==================== gmii_rx_frame_ctrl
Fig. 1: gmii_rx_frame_ctrl, cells by drive strength
Bar = 20 microns.
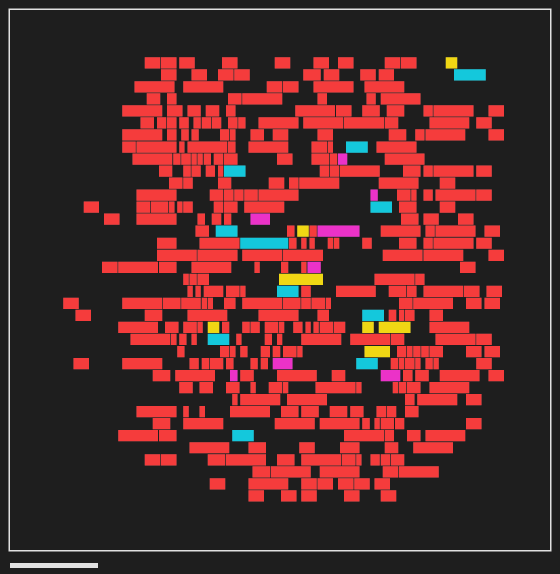

### src/rtl/gmii_rx_frame_ctrl.sv
// GMII RX frame delineation: strips preamble/SFD, frames bytes with sof/eof/err,
// measures length, enforces min/max length and keeps good/bad frame counters.
module gmii_rx_frame_ctrl #(
  parameter int MIN_LEN = 64,
  parameter int MAX_LEN = 1518
) (
  input  logic        GMII_RX_CLK_i,
  input  logic        reset_n,
  input  logic [7:0]  gmii_rxd_i,
  input  logic        gmii_rx_dv_i,
  input  logic        gmii_rx_er_i,
  input  logic        enable_i,
  output logic [7:0]  frm_data_o,
  output logic        frm_valid_o,
  output logic        frm_sof_o,
  output logic        frm_eof_o,
  output logic        frm_err_o,
  output logic [11:0] frm_len_o,
  output logic [15:0] good_cnt_o,
  output logic [15:0] bad_cnt_o,
  output logic        busy_o
);

  typedef enum logic [1:0] {IDLE, PRE, DATA, DROP} state_t;

  localparam logic [7:0]  PREAMBLE = 8'h55;
  localparam logic [7:0]  SFD      = 8'hD5;
  localparam logic [11:0] MIN_L    = 12'(MIN_LEN);
  localparam logic [11:0] MAX_L    = 12'(MAX_LEN);

  state_t      state, state_nx;
  logic        armed;
  logic [7:0]  hold;       // one-byte holding buffer so the last byte can carry eof
  logic        hold_full;
  logic        acc_err;    // er seen on any accepted byte of this frame
  logic [11:0] len;
  logic        first;      // next emitted byte is the sof byte

  logic        emit, emit_eof, emit_err, take, zero_len;

  // Next-state and per-cycle emit decisions
  always_comb begin
    state_nx = state;
    emit     = 1'b0;
    emit_eof = 1'b0;
    emit_err = 1'b0;
    take     = 1'b0;
    zero_len = 1'b0;
    case (state)
      IDLE: begin
        if (gmii_rx_dv_i && armed && enable_i) begin
          if (gmii_rxd_i == PREAMBLE)  state_nx = PRE;
          else if (gmii_rxd_i == SFD)  state_nx = DATA;
          else                         state_nx = DROP;
        end
      end
      PRE: begin
        if (!gmii_rx_dv_i)                state_nx = IDLE;
        else if (gmii_rx_er_i)            state_nx = DROP;
        else if (gmii_rxd_i == PREAMBLE)  state_nx = PRE;
        else if (gmii_rxd_i == SFD)       state_nx = DATA;
        else                              state_nx = DROP;
      end
      DATA: begin
        if (!gmii_rx_dv_i) begin
          state_nx = IDLE;
          if (hold_full) begin
            emit     = 1'b1;
            emit_eof = 1'b1;
            emit_err = acc_err || (len < MIN_L);
          end else begin
            zero_len = 1'b1;
          end
        end else if (len == MAX_L) begin
          // Truncate: close the frame on the buffered byte, discard the rest
          state_nx = DROP;
          emit     = 1'b1;
          emit_eof = 1'b1;
          emit_err = 1'b1;
        end else begin
          emit = hold_full;
          take = 1'b1;
        end
      end
      DROP: begin
        if (!gmii_rx_dv_i) state_nx = IDLE;
      end
      default: state_nx = IDLE;
    endcase
  end

  // State register, arming, holding buffer and length
  always_ff @(posedge GMII_RX_CLK_i or negedge reset_n) begin
    if (!reset_n) begin
      state     <= IDLE;
      armed     <= 1'b0;
      hold      <= 8'h00;
      hold_full <= 1'b0;
      acc_err   <= 1'b0;
      len       <= 12'd0;
      first     <= 1'b1;
    end else begin
      state <= state_nx;
      if (!gmii_rx_dv_i) armed <= 1'b1;
      if (state != DATA) begin
        hold_full <= 1'b0;
        acc_err   <= 1'b0;
        len       <= 12'd0;
        first     <= 1'b1;
      end else begin
        if (emit) first <= 1'b0;
        if (take) begin
          hold      <= gmii_rxd_i;
          hold_full <= 1'b1;
          acc_err   <= acc_err | gmii_rx_er_i;
          len       <= len + 12'd1;
        end
      end
    end
  end

  // Registered frame outputs, length capture and saturating counters
  always_ff @(posedge GMII_RX_CLK_i or negedge reset_n) begin
    if (!reset_n) begin
      frm_data_o  <= 8'h00;
      frm_valid_o <= 1'b0;
      frm_sof_o   <= 1'b0;
      frm_eof_o   <= 1'b0;
      frm_err_o   <= 1'b0;
      frm_len_o   <= 12'd0;
      good_cnt_o  <= 16'd0;
      bad_cnt_o   <= 16'd0;
    end else begin
      frm_valid_o <= emit;
      frm_data_o  <= emit ? hold : 8'h00;
      frm_sof_o   <= emit & first;
      frm_eof_o   <= emit_eof;
      frm_err_o   <= emit_eof & emit_err;
      if (emit_eof) frm_len_o <= len;
      if ((emit_eof && !emit_err) && good_cnt_o != 16'hFFFF)
        good_cnt_o <= good_cnt_o + 16'd1;
      if (((emit_eof && emit_err) || zero_len) && bad_cnt_o != 16'hFFFF)
        bad_cnt_o <= bad_cnt_o + 16'd1;
    end
  end

  assign busy_o = (state != IDLE);

endmodule

### config.mk
export PLATFORM = sky130hd
export DESIGN_NAME = gmii_rx_frame_ctrl
export DESIGN_NICKNAME = d
export VERILOG_FILES = /design/src/rtl/gmii_rx_frame_ctrl.sv
export SDC_FILE = /design/constraint.sdc
export NUM_CORES = 1
export LEC_CHECK = 0
export ABC_CLOCK_PERIOD_IN_PS = 6210
export CAP_MARGIN = 20
export CORE_MARGIN = 10
export CORE_UTILIZATION = 35
export DETAILED_ROUTE_END_ITERATION = 16
export HOLD_SLACK_MARGIN = 0.12
export PLACE_DENSITY = 0.61
export SYNTH_ARGS = -nofsm -noshare
export SYNTH_HDL_FRONTEND = slang
export SYNTH_SLANG_ARGS = --single-unit
### constraint.sdc
create_clock -name GMII_RX_CLK_i -period 6.21 [get_ports GMII_RX_CLK_i]
set_clock_uncertainty 0.15 [all_clocks]
set_input_delay 1.5525 -clock GMII_RX_CLK_i [delete_from_list [all_inputs] [get_ports GMII_RX_CLK_i]]
set_output_delay 1.5525 -clock GMII_RX_CLK_i [all_outputs]
set_load 0.01 [all_outputs]
==================== ks_carry_sum_32
File: src/rtl/adder_pkg.sv
// Shared definitions for the prefix adders of the SAD datapath.
package adder_pkg;

  localparam int ADD_W      = 32;
  localparam int PFX_LEVELS = 5;

  // One propagate/generate pair. Packed as {p, g}, so bit 1 is p and bit 0 is g,
  // matching the pair layout on the PG front-end bus.
  typedef struct packed {
    logic p;
    logic g;
  } pg_t;

  // Prefix (black-cell) operator: hi covers the more significant span.
  function automatic pg_t pfx_combine(input pg_t hi, input pg_t lo);
    pg_t r;
    r.p = hi.p & lo.p;
    r.g = hi.g | (hi.p & lo.g);
    return r;
  endfunction

endpackage

File: src/rtl/ks_prefix_cell.sv
// Kogge-Stone black cell: purely combinational prefix combine of two spans.
module ks_prefix_cell
  import adder_pkg::*;
(
  input  pg_t i_hi,
  input  pg_t i_lo,
  output pg_t o_pg
);

  assign o_pg = pfx_combine(i_hi, i_lo);

endmodule

File: src/rtl/ks_carry_sum_32.sv
// Three-stage pipelined 32-bit Kogge-Stone carry tree with sum stage.
// Levels 1-2 are evaluated before stage 1, levels 3-5 before stage 2,
// and the sum/carry-out XOR before the output register.
module ks_carry_sum_32
  import adder_pkg::*;
#(
  parameter int TAG_W = 8
)
(
  input  logic               clk,
  input  logic               rst,
  input  logic               in_valid,
  output logic               in_ready,
  input  logic [63:0]        pg_in,
  input  logic               cin,
  input  logic [TAG_W-1:0]   tag_in,
  output logic               out_valid,
  input  logic               out_ready,
  output logic [ADD_W-1:0]   sum,
  output logic               cout,
  output logic [TAG_W-1:0]   tag_out
);

  // Flow control
  logic w_adv1, w_adv2, w_adv3;
  logic r_v1, r_v2, r_v3;

  // Stage payloads
  logic [ADD_W-1:0]   r_s1_p;
  logic               r_s1_cin;
  logic [TAG_W-1:0]   r_s1_tag;
  pg_t  [ADD_W-1:0]   r_s1_pg;

  logic [ADD_W-1:0]   r_s2_p;
  logic [ADD_W-1:0]   r_s2_g;
  logic               r_s2_cin;
  logic [TAG_W-1:0]   r_s2_tag;

  logic [ADD_W-1:0]   r_s3_sum;
  logic               r_s3_cout;
  logic [TAG_W-1:0]   r_s3_tag;

  // Input unpacking and carry-in fold into bit 0
  pg_t  [ADD_W-1:0]   w_pg_in;
  pg_t  [ADD_W-1:0]   w_pg_l0;
  logic [ADD_W-1:0]   w_p_in;
  logic [ADD_W-1:0]   w_g5;
  // P after the last level has no consumer; gathered here so it is visibly dropped.
  logic [ADD_W-1:0]   w_unused_p5;
  logic [ADD_W-1:0]   w_sum;

  assign w_pg_in = pg_in;

  genvar gi, gk;
  generate
    for (gi = 0; gi < ADD_W; gi++) begin : g_unpack
      assign w_p_in[gi] = w_pg_in[gi].p;
      if (gi == 0) begin : g_fold
        assign w_pg_l0[gi].p = w_pg_in[gi].p;
        assign w_pg_l0[gi].g = w_pg_in[gi].g | (w_pg_in[gi].p & cin);
      end else begin : g_pass
        assign w_pg_l0[gi] = w_pg_in[gi];
      end
    end

    // Prefix levels; level 3 restarts from the stage-1 register.
    for (gk = 1; gk <= PFX_LEVELS; gk++) begin : g_lvl
      localparam int SPAN = 1 << (gk - 1);
      pg_t [ADD_W-1:0] w_src;
      pg_t [ADD_W-1:0] w_pg;

      if (gk == 1) begin : g_src_in
        assign w_src = w_pg_l0;
      end else if (gk == 3) begin : g_src_reg
        assign w_src = r_s1_pg;
      end else begin : g_src_prev
        assign w_src = g_lvl[gk-1].w_pg;
      end

      for (gi = 0; gi < ADD_W; gi++) begin : g_bit
        if (gi < SPAN) begin : g_buf
          assign w_pg[gi] = w_src[gi];
        end else begin : g_cell
          ks_prefix_cell u_cell (
            .i_hi (w_src[gi]),
            .i_lo (w_src[gi-SPAN]),
            .o_pg (w_pg[gi])
          );
        end
      end
    end

    for (gi = 0; gi < ADD_W; gi++) begin : g_last
      assign w_g5[gi]        = g_lvl[PFX_LEVELS].w_pg[gi].g;
      assign w_unused_p5[gi] = g_lvl[PFX_LEVELS].w_pg[gi].p;
    end
  endgenerate

  // Carry into bit i is the group generate of bits i-1..0 (cin into bit 0).
  assign w_sum = r_s2_p ^ {r_s2_g[ADD_W-2:0], r_s2_cin};

  assign w_adv3   = ~r_v3 | out_ready;
  assign w_adv2   = ~r_v2 | w_adv3;
  assign w_adv1   = ~r_v1 | w_adv2;
  assign in_ready = w_adv1 & ~rst;

  // Stage 1: capture input operands and the level-2 prefix vector
  always_ff @(posedge clk) begin
    if (rst) begin
      r_v1     <= 1'b0;
      r_s1_p   <= '0;
      r_s1_cin <= 1'b0;
      r_s1_tag <= '0;
      r_s1_pg  <= '0;
    end else if (w_adv1) begin
      r_v1 <= in_valid;
      if (in_valid) begin
        r_s1_p   <= w_p_in;
        r_s1_cin <= cin;
        r_s1_tag <= tag_in;
        r_s1_pg  <= g_lvl[2].w_pg;
      end
    end
  end

  // Stage 2: capture final group generates; P is no longer needed
  always_ff @(posedge clk) begin
    if (rst) begin
      r_v2     <= 1'b0;
      r_s2_p   <= '0;
      r_s2_g   <= '0;
      r_s2_cin <= 1'b0;
      r_s2_tag <= '0;
    end else if (w_adv2) begin
      r_v2 <= r_v1;
      if (r_v1) begin
        r_s2_p   <= r_s1_p;
        r_s2_g   <= w_g5;
        r_s2_cin <= r_s1_cin;
        r_s2_tag <= r_s1_tag;
      end
    end
  end

  // Stage 3: output register, held stable while the consumer stalls
  always_ff @(posedge clk) begin
    if (rst) begin
      r_v3      <= 1'b0;
      r_s3_sum  <= '0;
      r_s3_cout <= 1'b0;
      r_s3_tag  <= '0;
    end else if (w_adv3) begin
      r_v3 <= r_v2;
      if (r_v2) begin
        r_s3_sum  <= w_sum;
        r_s3_cout <= r_s2_g[ADD_W-1];
        r_s3_tag  <= r_s2_tag;
      end
    end
  end

  assign out_valid = r_v3;
  assign sum       = r_s3_sum;
  assign cout      = r_s3_cout;
  assign tag_out   = r_s3_tag;

endmodule

File: config.mk
export PLATFORM = sky130hd
export DESIGN_NAME = ks_carry_sum_32
export DESIGN_NICKNAME = d
export VERILOG_FILES = /design/src/rtl/adder_pkg.sv /design/src/rtl/ks_prefix_cell.sv /design/src/rtl/ks_carry_sum_32.sv
export SDC_FILE = /design/constraint.sdc
export NUM_CORES = 1
export LEC_CHECK = 0
export ABC_AREA = 1
export CORE_ASPECT_RATIO = 0.75
export CORE_UTILIZATION = 40
export CTS_CLUSTER_DIAMETER = 60
export CTS_CLUSTER_SIZE = 40
export DETAILED_ROUTE_END_ITERATION = 8
export GPL_TIMING_DRIVEN = 0
export SLEW_MARGIN = 15
export SYNTH_ARGS = -nofsm -noshare
export SYNTH_HDL_FRONTEND = slang
export SYNTH_SLANG_ARGS = --single-unit
File: constraint.sdc
create_clock -name clk -period 2.7 [get_ports clk]
set_input_delay 0.54 -clock clk [delete_from_list [all_inputs] [get_ports clk]]
set_output_delay 0.54 -clock clk [all_outputs]
set_load 0.005 [all_outputs]
==================== mux_arbiter_flat
## src/rtl/mux_arbiter_if.sv

```systemverilog
// rtl/mux_arbiter_if.sv - requester, grant and output stream bundle for mux_arbiter
interface mux_arbiter_if #(
    parameter int DATA_W = 8
);
    logic              req_a;
    logic [DATA_W-1:0] data_a;
    logic              req_b;
    logic [DATA_W-1:0] data_b;
    logic              gnt_a;
    logic              gnt_b;
    logic              sel;
    logic [DATA_W-1:0] out_data;
    logic              out_valid;
    logic              out_ready;
    logic [15:0]       xfer_cnt_a;
    logic [15:0]       xfer_cnt_b;

    modport master (
        input  req_a, data_a, req_b, data_b, out_ready,
        output gnt_a, gnt_b, sel, out_data, out_valid, xfer_cnt_a, xfer_cnt_b
    );

    modport slave (
        output req_a, data_a, req_b, data_b, out_ready,
        input  gnt_a, gnt_b, sel, out_data, out_valid, xfer_cnt_a, xfer_cnt_b
    );
endinterface

```

## src/rtl/mux_arbiter.sv

```systemverilog
// rtl/mux_arbiter.sv - two-requester round-robin burst arbiter for a 2:1 data mux (MUX_ARB_STATS_EN adds transfer counters)
module mux_arbiter #(
    parameter int DATA_W   = 8,
    parameter int MAX_HOLD = 4
) (
    input  logic          clk,
    input  logic          rst,
    mux_arbiter_if.master bus
);
    localparam int                HOLD_W    = $clog2(MAX_HOLD + 1);
    localparam logic [HOLD_W-1:0] HOLD_LAST = HOLD_W'(MAX_HOLD - 1);

    typedef enum logic [1:0] {IDLE, GRANT_A, GRANT_B} state_t;

    state_t            state, state_nxt;
    logic [HOLD_W-1:0] hold_cnt, hold_cnt_nxt;
    logic              last_srv, last_srv_nxt;
    logic              sel_q, sel_nxt;
    logic              gnt_a_q, gnt_b_q;
    logic              cur_req, oth_req, grant_end, xfer;
    logic [DATA_W-1:0] data_sel;

    assign data_sel      = sel_q ? bus.data_b : bus.data_a;
    assign bus.out_data  = data_sel;
    assign bus.out_valid = (gnt_a_q & bus.req_a) | (gnt_b_q & bus.req_b);
    assign bus.gnt_a     = gnt_a_q;
    assign bus.gnt_b     = gnt_b_q;
    assign bus.sel       = sel_q;
    assign xfer          = bus.out_valid & bus.out_ready;

    always_ff @(posedge clk) begin
        if (rst) begin
            state    <= IDLE;
            hold_cnt <= '0;
            last_srv <= 1'b1;
            sel_q    <= 1'b0;
            gnt_a_q  <= 1'b0;
            gnt_b_q  <= 1'b0;
        end else begin
            state    <= state_nxt;
            hold_cnt <= hold_cnt_nxt;
            last_srv <= last_srv_nxt;
            sel_q    <= sel_nxt;
            gnt_a_q  <= (state_nxt == GRANT_A);
            gnt_b_q  <= (state_nxt == GRANT_B);
        end
    end

    always_comb begin
        state_nxt    = state;
        last_srv_nxt = last_srv;
        cur_req      = 1'b0;
        oth_req      = 1'b0;
        grant_end    = 1'b0;
        case (state)
            IDLE: begin
                // last_srv = 1 means B was served last, so A wins a tie
                if (bus.req_a && (!bus.req_b || last_srv)) begin
                    state_nxt = GRANT_A;
                end else if (bus.req_b) begin
                    state_nxt = GRANT_B;
                end
            end
            GRANT_A, GRANT_B: begin
                cur_req   = (state == GRANT_A) ? bus.req_a : bus.req_b;
                oth_req   = (state == GRANT_A) ? bus.req_b : bus.req_a;
                grant_end = !cur_req || (xfer && (hold_cnt == HOLD_LAST));
                if (grant_end) begin
                    last_srv_nxt = (state == GRANT_B);
                    if (oth_req) begin
                        state_nxt = (state == GRANT_A) ? GRANT_B : GRANT_A;
                    end else if (cur_req) begin
                        state_nxt = state;
                    end else begin
                        state_nxt = IDLE;
                    end
                end
            end
            default: state_nxt = IDLE;
        endcase

        // a same-requester re-grant still starts a fresh burst
        hold_cnt_nxt = hold_cnt;
        if (grant_end || (state_nxt != state)) begin
            hold_cnt_nxt = '0;
        end else if (xfer) begin
            hold_cnt_nxt = hold_cnt + HOLD_W'(1);
        end

        case (state_nxt)
            GRANT_A: sel_nxt = 1'b0;
            GRANT_B: sel_nxt = 1'b1;
            default: sel_nxt = sel_q;
        endcase
    end

`ifdef MUX_ARB_STATS_EN
    logic [15:0] cnt_a, cnt_b;

    always_ff @(posedge clk) begin
        if (rst) begin
            cnt_a <= '0;
            cnt_b <= '0;
        end else begin
            if (xfer && gnt_a_q) cnt_a <= cnt_a + 16'd1;
            if (xfer && gnt_b_q) cnt_b <= cnt_b + 16'd1;
        end
    end

    assign bus.xfer_cnt_a = cnt_a;
    assign bus.xfer_cnt_b = cnt_b;
`else
    assign bus.xfer_cnt_a = 16'd0;
    assign bus.xfer_cnt_b = 16'd0;
`endif
endmodule

```

## src/flat_wrapper.sv

```systemverilog
// flat-port wrapper written by rule: the top's interface ports become plain ports
module mux_arbiter_flat 
#(
    parameter int DATA_W   = 8,
    parameter int MAX_HOLD = 4
)
  (clk, rst, bus_req_a, bus_data_a, bus_req_b, bus_data_b, bus_out_ready, bus_gnt_a, bus_gnt_b, bus_sel, bus_out_data, bus_out_valid, bus_xfer_cnt_a, bus_xfer_cnt_b);
  mux_arbiter_if #(.DATA_W(DATA_W)) bus_i ();
  input  logic clk;
  input  logic rst;
  input wire logic [$bits(bus_i.req_a)-1:0] bus_req_a;
  input wire logic [$bits(bus_i.data_a)-1:0] bus_data_a;
  input wire logic [$bits(bus_i.req_b)-1:0] bus_req_b;
  input wire logic [$bits(bus_i.data_b)-1:0] bus_data_b;
  input wire logic [$bits(bus_i.out_ready)-1:0] bus_out_ready;
  output wire logic [$bits(bus_i.gnt_a)-1:0] bus_gnt_a;
  output wire logic [$bits(bus_i.gnt_b)-1:0] bus_gnt_b;
  output wire logic [$bits(bus_i.sel)-1:0] bus_sel;
  output wire logic [$bits(bus_i.out_data)-1:0] bus_out_data;
  output wire logic [$bits(bus_i.out_valid)-1:0] bus_out_valid;
  output wire logic [$bits(bus_i.xfer_cnt_a)-1:0] bus_xfer_cnt_a;
  output wire logic [$bits(bus_i.xfer_cnt_b)-1:0] bus_xfer_cnt_b;
  assign bus_i.req_a = bus_req_a;
  assign bus_i.data_a = bus_data_a;
  assign bus_i.req_b = bus_req_b;
  assign bus_i.data_b = bus_data_b;
  assign bus_i.out_ready = bus_out_ready;
  assign bus_gnt_a = bus_i.gnt_a;
  assign bus_gnt_b = bus_i.gnt_b;
  assign bus_sel = bus_i.sel;
  assign bus_out_data = bus_i.out_data;
  assign bus_out_valid = bus_i.out_valid;
  assign bus_xfer_cnt_a = bus_i.xfer_cnt_a;
  assign bus_xfer_cnt_b = bus_i.xfer_cnt_b;
  mux_arbiter #(.DATA_W(DATA_W), .MAX_HOLD(MAX_HOLD)) u_core (.clk(clk), .rst(rst), .bus(bus_i));
endmodule
```

## config.mk

```make
export PLATFORM = sky130hd
export DESIGN_NAME = mux_arbiter_flat
export DESIGN_NICKNAME = d
export VERILOG_FILES = /design/src/rtl/mux_arbiter_if.sv /design/src/rtl/mux_arbiter.sv /design/src/flat_wrapper.sv
export SDC_FILE = /design/constraint.sdc
export NUM_CORES = 1
export LEC_CHECK = 0
export CAP_MARGIN = 0
export CORE_AREA = 2 2 55 57
export CTS_CLUSTER_DIAMETER = 100
export DETAILED_ROUTE_END_ITERATION = 12
export DIE_AREA = 0 0 57 59
export GPL_TIMING_DRIVEN = 1
export HOLD_SLACK_MARGIN = 0.06
export PLACE_DENSITY = 0.85
export SLEW_MARGIN = 20
export SYNTH_ARGS = -nofsm -noshare
export SYNTH_HDL_FRONTEND = slang
export SYNTH_SLANG_ARGS = --single-unit
```

## constraint.sdc

```tcl
create_clock -name clk -period 4.3 [get_ports clk]
set_input_delay 0.86 -clock clk [delete_from_list [all_inputs] [get_ports clk]]
set_output_delay 0.86 -clock clk [all_outputs]
set_load 0.02 [all_outputs]
```


==> notes/layouts.md <==
Pictures saved along the way, in no particular order.

The metal 2 layer.
image #1
Bar = 50 microns. Cells faint in the background.
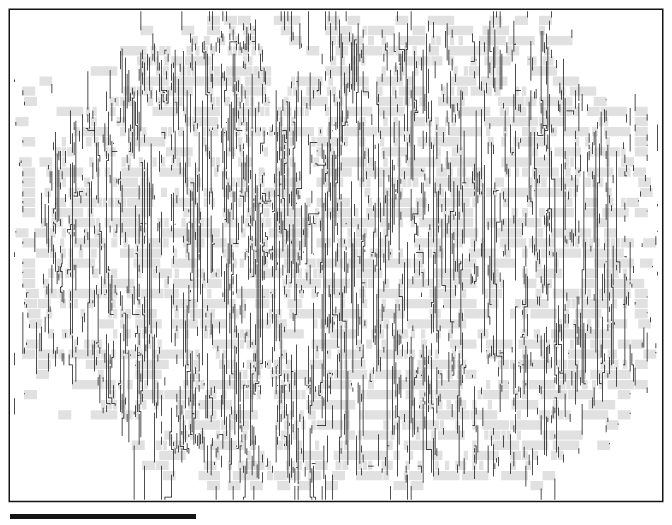
image #2
Bar = 20 microns. Cells faint in the background.
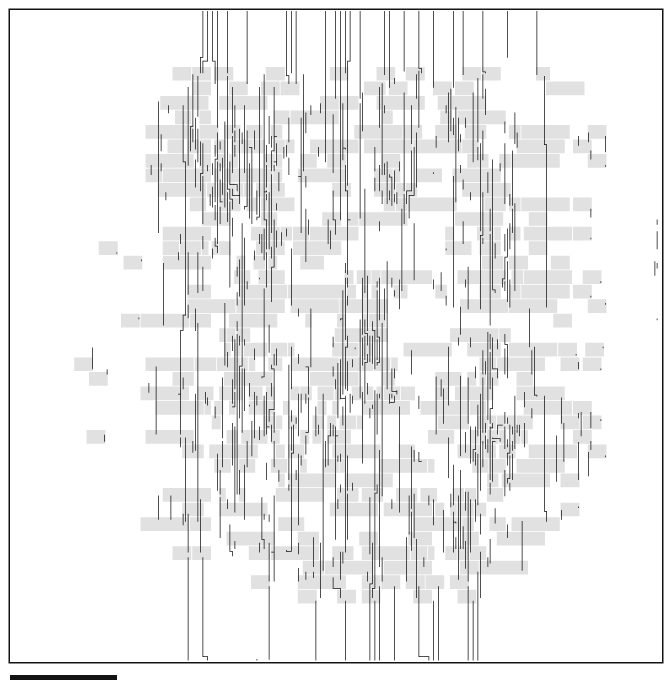
image #3
Bar = 20 microns. Cells faint in the background.
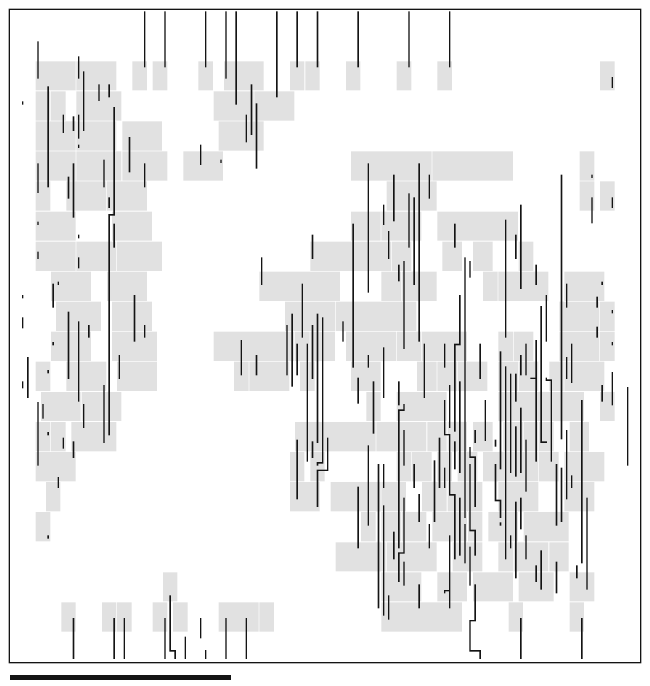
Image #2 is gmii_rx_frame_ctrl.
Image #1 is ks_carry_sum_32.
Image #3 is mux_arbiter_flat.

Fig. 2: ks_carry_sum_32, metal 1
Bar = 50 microns. Supply wires on this layer in gray. Cells faint in the background.
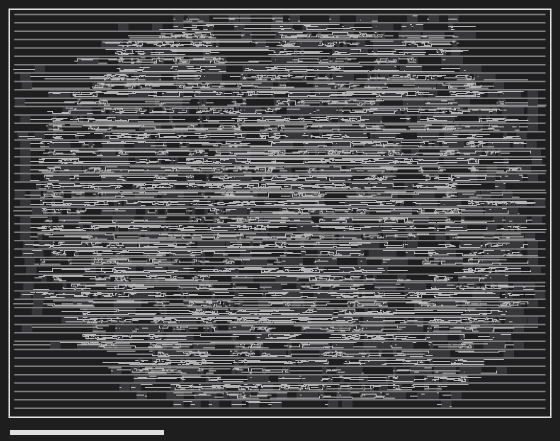
longest straight run: 48.3 microns
wire length on this layer: 14,700 microns
nets with wire on the layer: 1,362

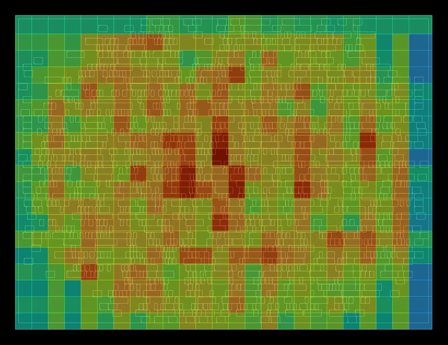
Fig. 3. Congestion heat map (ks_carry_sum_32).
GRT met1 Usage: 38.1%
GR Layer Usage met2: 33.0%
grt met3 use: 3.40%
utilization after layout: 50.1%
GR peak layer: met1

==> flow_summary_export.csv, ks_carry_sum_32 <==
group,metric,value,unit
pwr,vdd_drop_max,0.307,mV
final_timing,slew_headroom,55.0,%
floorplan,fp-utilization,40.9,%
synthesis,yosys_warnings,0,
synthesis,synth_area,9010,sq um
clock_tree,post_cts_buffers,0,
clock_tree,cts_buffer_depth,3,
final_timing,period_used_share,94.8,%
pwr,p_total,6.83,mW
setup_path,worstSetupStartpoint,"rst",
pwr,power_frac_comb,13.4,%
placed_design,io_buffers,119,
synthesis,synth-seq-cells,218,
setup_path,cpPeakStageDelay,540,ps
final_timing,worstMarginPinSlew,675,ps
synthesis,ff_type,"dfxtp_1",
clock_tree,cts_root_buf,"clkbuf_16",
clock_tree,clock_latency,490,ps
floorplan,die_y,132,microns
synthesis,top_cell_area_share,48.4,%
clock_tree,cts_tree,"done",
routing,drt-pass1-iter-count,5,
placed_design,dp_hpwl,20800,microns
floorplan,rows,47,
setup_path,critPathArrivalTime,2020,ps
setup_path,crit_type,"input pin to output port",
routing,totalWireLength,27000,microns
status,outcome,"completed",
hold_path,min_from,"r_s2_g[12]$_SDFFE_PP0P_",
global_routing,gr-total-overflow,0,
pwr,swShare,27.6,%
setup_path,end_kind,"output port",
[ks_carry_sum_32: worst max-delay path, delay by kind of cell]
| family | cells | cell delay (ps) |
|---|---|---|
| buf+inv | 5 | 1400 |
| simple gates | 1 | 90 |
[ks_carry_sum_32: path summary, 6_finish.rpt]
kind / endpoint / slack, ps / cells past startpoint
worst max-delay path: in_ready / 140 / 6
worst min-delay path: r_s2_g[12]$_SDFFE_PP0P_ / 480 / 2
worst max register to register: g_lvl[3].w_src[16]$_SDFFE_PP0P_ / 1150 / 6
worst min register to register: r_s2_g[12]$_SDFFE_PP0P_ / 480 / 2
[ks_carry_sum_32: layout make-up]
cell class                 instances  area [sq um]
clock inverter                     6          70.1
tap                              294           368
multi-input combinational        910          4030
sequential                       218          4360
inverter                          47           176
clock buffer                      18           407
fill                            2292         11000
buffer                            69           445
timing repair buffer             119          1190
[ks_carry_sum_32: logic make-up after synthesis]
family | after synthesis | synth area share (%)
xor+xnor | 32 | 3.11
flops | 218 | 48.4
compound gates | 325 | 18.1
buf+inv | 117 | 6.91
simple gates | 553 | 23.5
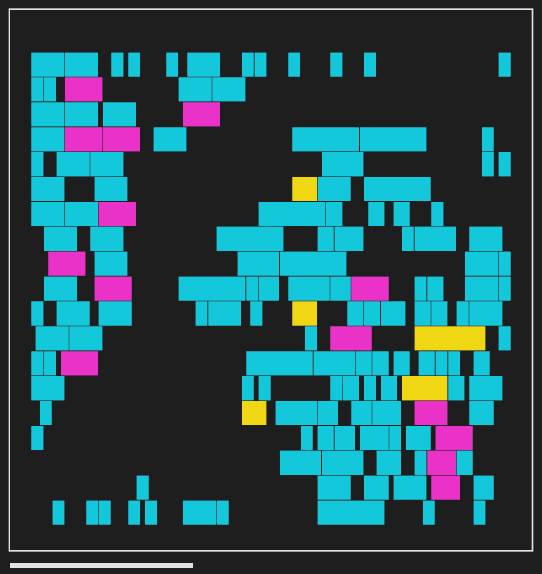
Fig. 4. Cells by drive strength (mux_arbiter_flat).
Bar = 20 microns.
legend:
  magenta:
    size: drive 2
    cells: 14
    most_used: mux2_2
  yellow:
    size: drive 3 to 4
    cells: 5
    most_used: clkbuf_4
  cyan:
    size: drive 1 or less
    cells: 134

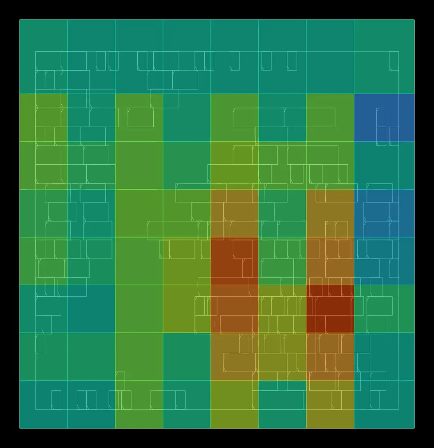
Fig. 5. Congestion heat map (mux_arbiter_flat).
utilization after layout: 46.5%
drt wl/cell: 9.89 microns

==> flow_summary_export.csv, mux_arbiter_flat <==
group,metric,value,unit
synthesis,xor_area_share,0.858,%
clock_tree,post_cts_buffers,0,
setup_path,crit_family,"buffers and inverters",
clock_tree,cts_root_buf,"clkbuf_4",
pwr,p_total,0.387,mW
clock_tree,cts_buffer_depth,2,
routing,drt-pass1-iter-count,5,
floorplan,rows,19,
layout,comb_area_share,53.3,%
final_timing,slew_headroom,50.8,%
pwr,leakagePower,0.574,nW
final_timing,setup-violations-final,0,
floorplan,die_y,59,microns
layout,final-comb-area,672,sq um
setup_path,required,3440,ps
final_timing,rsz0062_at_grt,"no",
placed_design,dp_cells,180,
routing,vias,836,
final_timing,final.setup.worst_slack,1010,ps
status,outcome,"completed",
==> mux_arbiter_flat: layer usage <==
layer  routed length, microns  track usage, %  share of wire (%)
met1                      748            12.5                 41
met2                      854            18.7                 47
met3                      195            2.62                 11
met4                       22            5.98                1.2
met5                        0               0                  0
==> mux_arbiter_flat: worst max path at each step <==
stage | from | cells after the start | slack (ps) | endpoint
after floorplan | bus_req_b | 10 | 1900 | u_core.bus.sel$_SDFFE_PP0P_
after global placement | bus_req_a | 4 | 1030 | bus_out_valid
after detailed placement | bus_req_a | 4 | 1010 | bus_out_valid
after CTS | bus_req_a | 4 | 1020 | bus_out_valid
after global routing | bus_req_a | 4 | 930 | bus_out_valid
final | bus_req_a | 4 | 1010 | bus_out_valid
==> mux_arbiter_flat: sequential cells by signal, indices dropped and copies added (netlist names) <==
name	flops
u_core.bus.sel	1
u_core.hold_cnt	3
u_core.state	2
u_core.bus.gnt_b	1
u_core.bus.gnt_a	1
u_core.last_srv	1
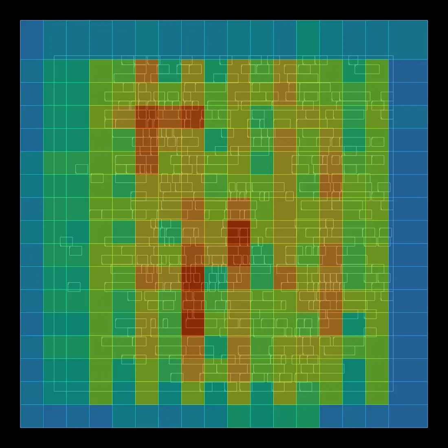
Fig. 6. Congestion heat map (gmii_rx_frame_ctrl).
grt met3 use: 2.82%
drt wl/cell: 15.0 microns
GR Layer Usage met2: 16.5%
GR Util All Layers: 10.6%
GRT met1 Usage: 13.3%

## Picture notes: Fig. 1
legend:
  cyan:
    size: drive 6 and up
    cells: 11
    most_used: clkbuf_8
  yellow:
    size: drive 3 to 4
    cells: 7
  magenta:
    size: drive 2
    cells: 8
  red:
    size: drive 1 or less
    cells: 361
    most_used: dfrtp_1

==> flow_summary_export.csv, gmii_rx_frame_ctrl <==
group,metric,value,unit
status,outcome,"completed",
clock_tree,cts_tree,"done",
final_timing,period_minus_slack,3650,ps
clock_tree,postCtsHoldBufs,0,
clock_tree,cts_resized,0,
layout,nClkBuffers,11,
synthesis,synth_area_leader_cell,"dfrtp_1",
placed_design,place_area,4470,sq um
layout,buffer_area_share,15.3,%
placed_design,place_ws,2200,ps
floorplan,fp-utilization,35.7,%
setup_path,cpPeakStageDelay,790,ps
pwr,vdd_drop_max,0.107,mV
synthesis,ys_top_cells_by_area,"dfrtp_1 (56%), xnor2_1 (7.2%), mux2_1 (7.1%), nand4_1 (3.8%), nand3_1 (2.7%)",
synthesis,top_cell,"dfrtp_1",
pwr,clockPowerShare,33.2,%
floorplan,dieArea,14900,sq um
routing,drt-pass1-iter-count,4,
final_timing,maxSlewViolCount,0,
setup_path,start_kind,"input pin",
setup_path,critPathArrivalTime,3730,ps
clock_tree,cts_buffers,9,
setup_path,crit_family,"AND-OR/OR-AND gates",
layout,sh_seq_area,43.9,%
final_timing,slew_headroom,39.8,%
pwr,p_seq_share,53.9,%
final_timing,rsz0062_at_grt,"no",
final_timing,fin_setup_tns,0,ps
setup_path,cp_max_fo,15,
pwr,power_density,239,nW/um^2
synthesis,synthMuxAreaShare,7.10,%
synthesis,top_cell_area_share,55.6,%
layout,mostFrequentLayoutCells,"dfrtp_1 (81), clkdlybuf4s50_1 (68), xnor2_1 (30), mux2_1 (23), nand4_1 (22)",
setup_path,cp.depth,5,
floorplan,rows,37,
flow_run,drv_cap,0,
pwr,intPower,0.829,mW
synthesis,synth_cell_types,41,
routing,remaining_drc_errors,0,
layout,seq_cells,82,
setup_path,end_kind,"flip-flop",
-- gmii_rx_frame_ctrl: layer usage --
metal,share of wire [%],global-route usage (%),vias up
met1,44,13.3,1245
li1,-,-,1234
met4,1.9,5.30,0
met3,5.6,2.82,11
met2,48,16.5,40
met5,0,0,-
-- gmii_rx_frame_ctrl: power groups by stage --
stage	Combinational [mW]	Sequential (mW)	Clock, mW
2_1_floorplan	0.0615	0.615	0
3_3_place_gp	0.144	0.612	0
5_1_grt	0.160	0.610	0.410
4_1_cts	0.146	0.604	0.384
3_5_place_dp	0.145	0.614	0
6_report	0.144	0.603	0.372
-- gmii_rx_frame_ctrl: final timing paths --
kind                                      start  slack, ps                        to
max                                gmii_rx_dv_i       2560  bad_cnt_o[1]$_DFFE_PN0P_
min                         hold[2]$_DFFE_PN0P_        320   frm_data_o[2]$_DFF_PN0_
max reg2reg                state[0]$_DFFE_PN0P_       3510  bad_cnt_o[1]$_DFFE_PN0P_
min reg2reg                 hold[2]$_DFFE_PN0P_        320   frm_data_o[2]$_DFF_PN0_
max in group asynchronous               reset_n       4260         first$_DFFE_PN1P_
min in group asynchronous               reset_n       1000   frm_data_o[0]$_DFF_PN0_

Power is estimated from default activity; no workload was simulated.
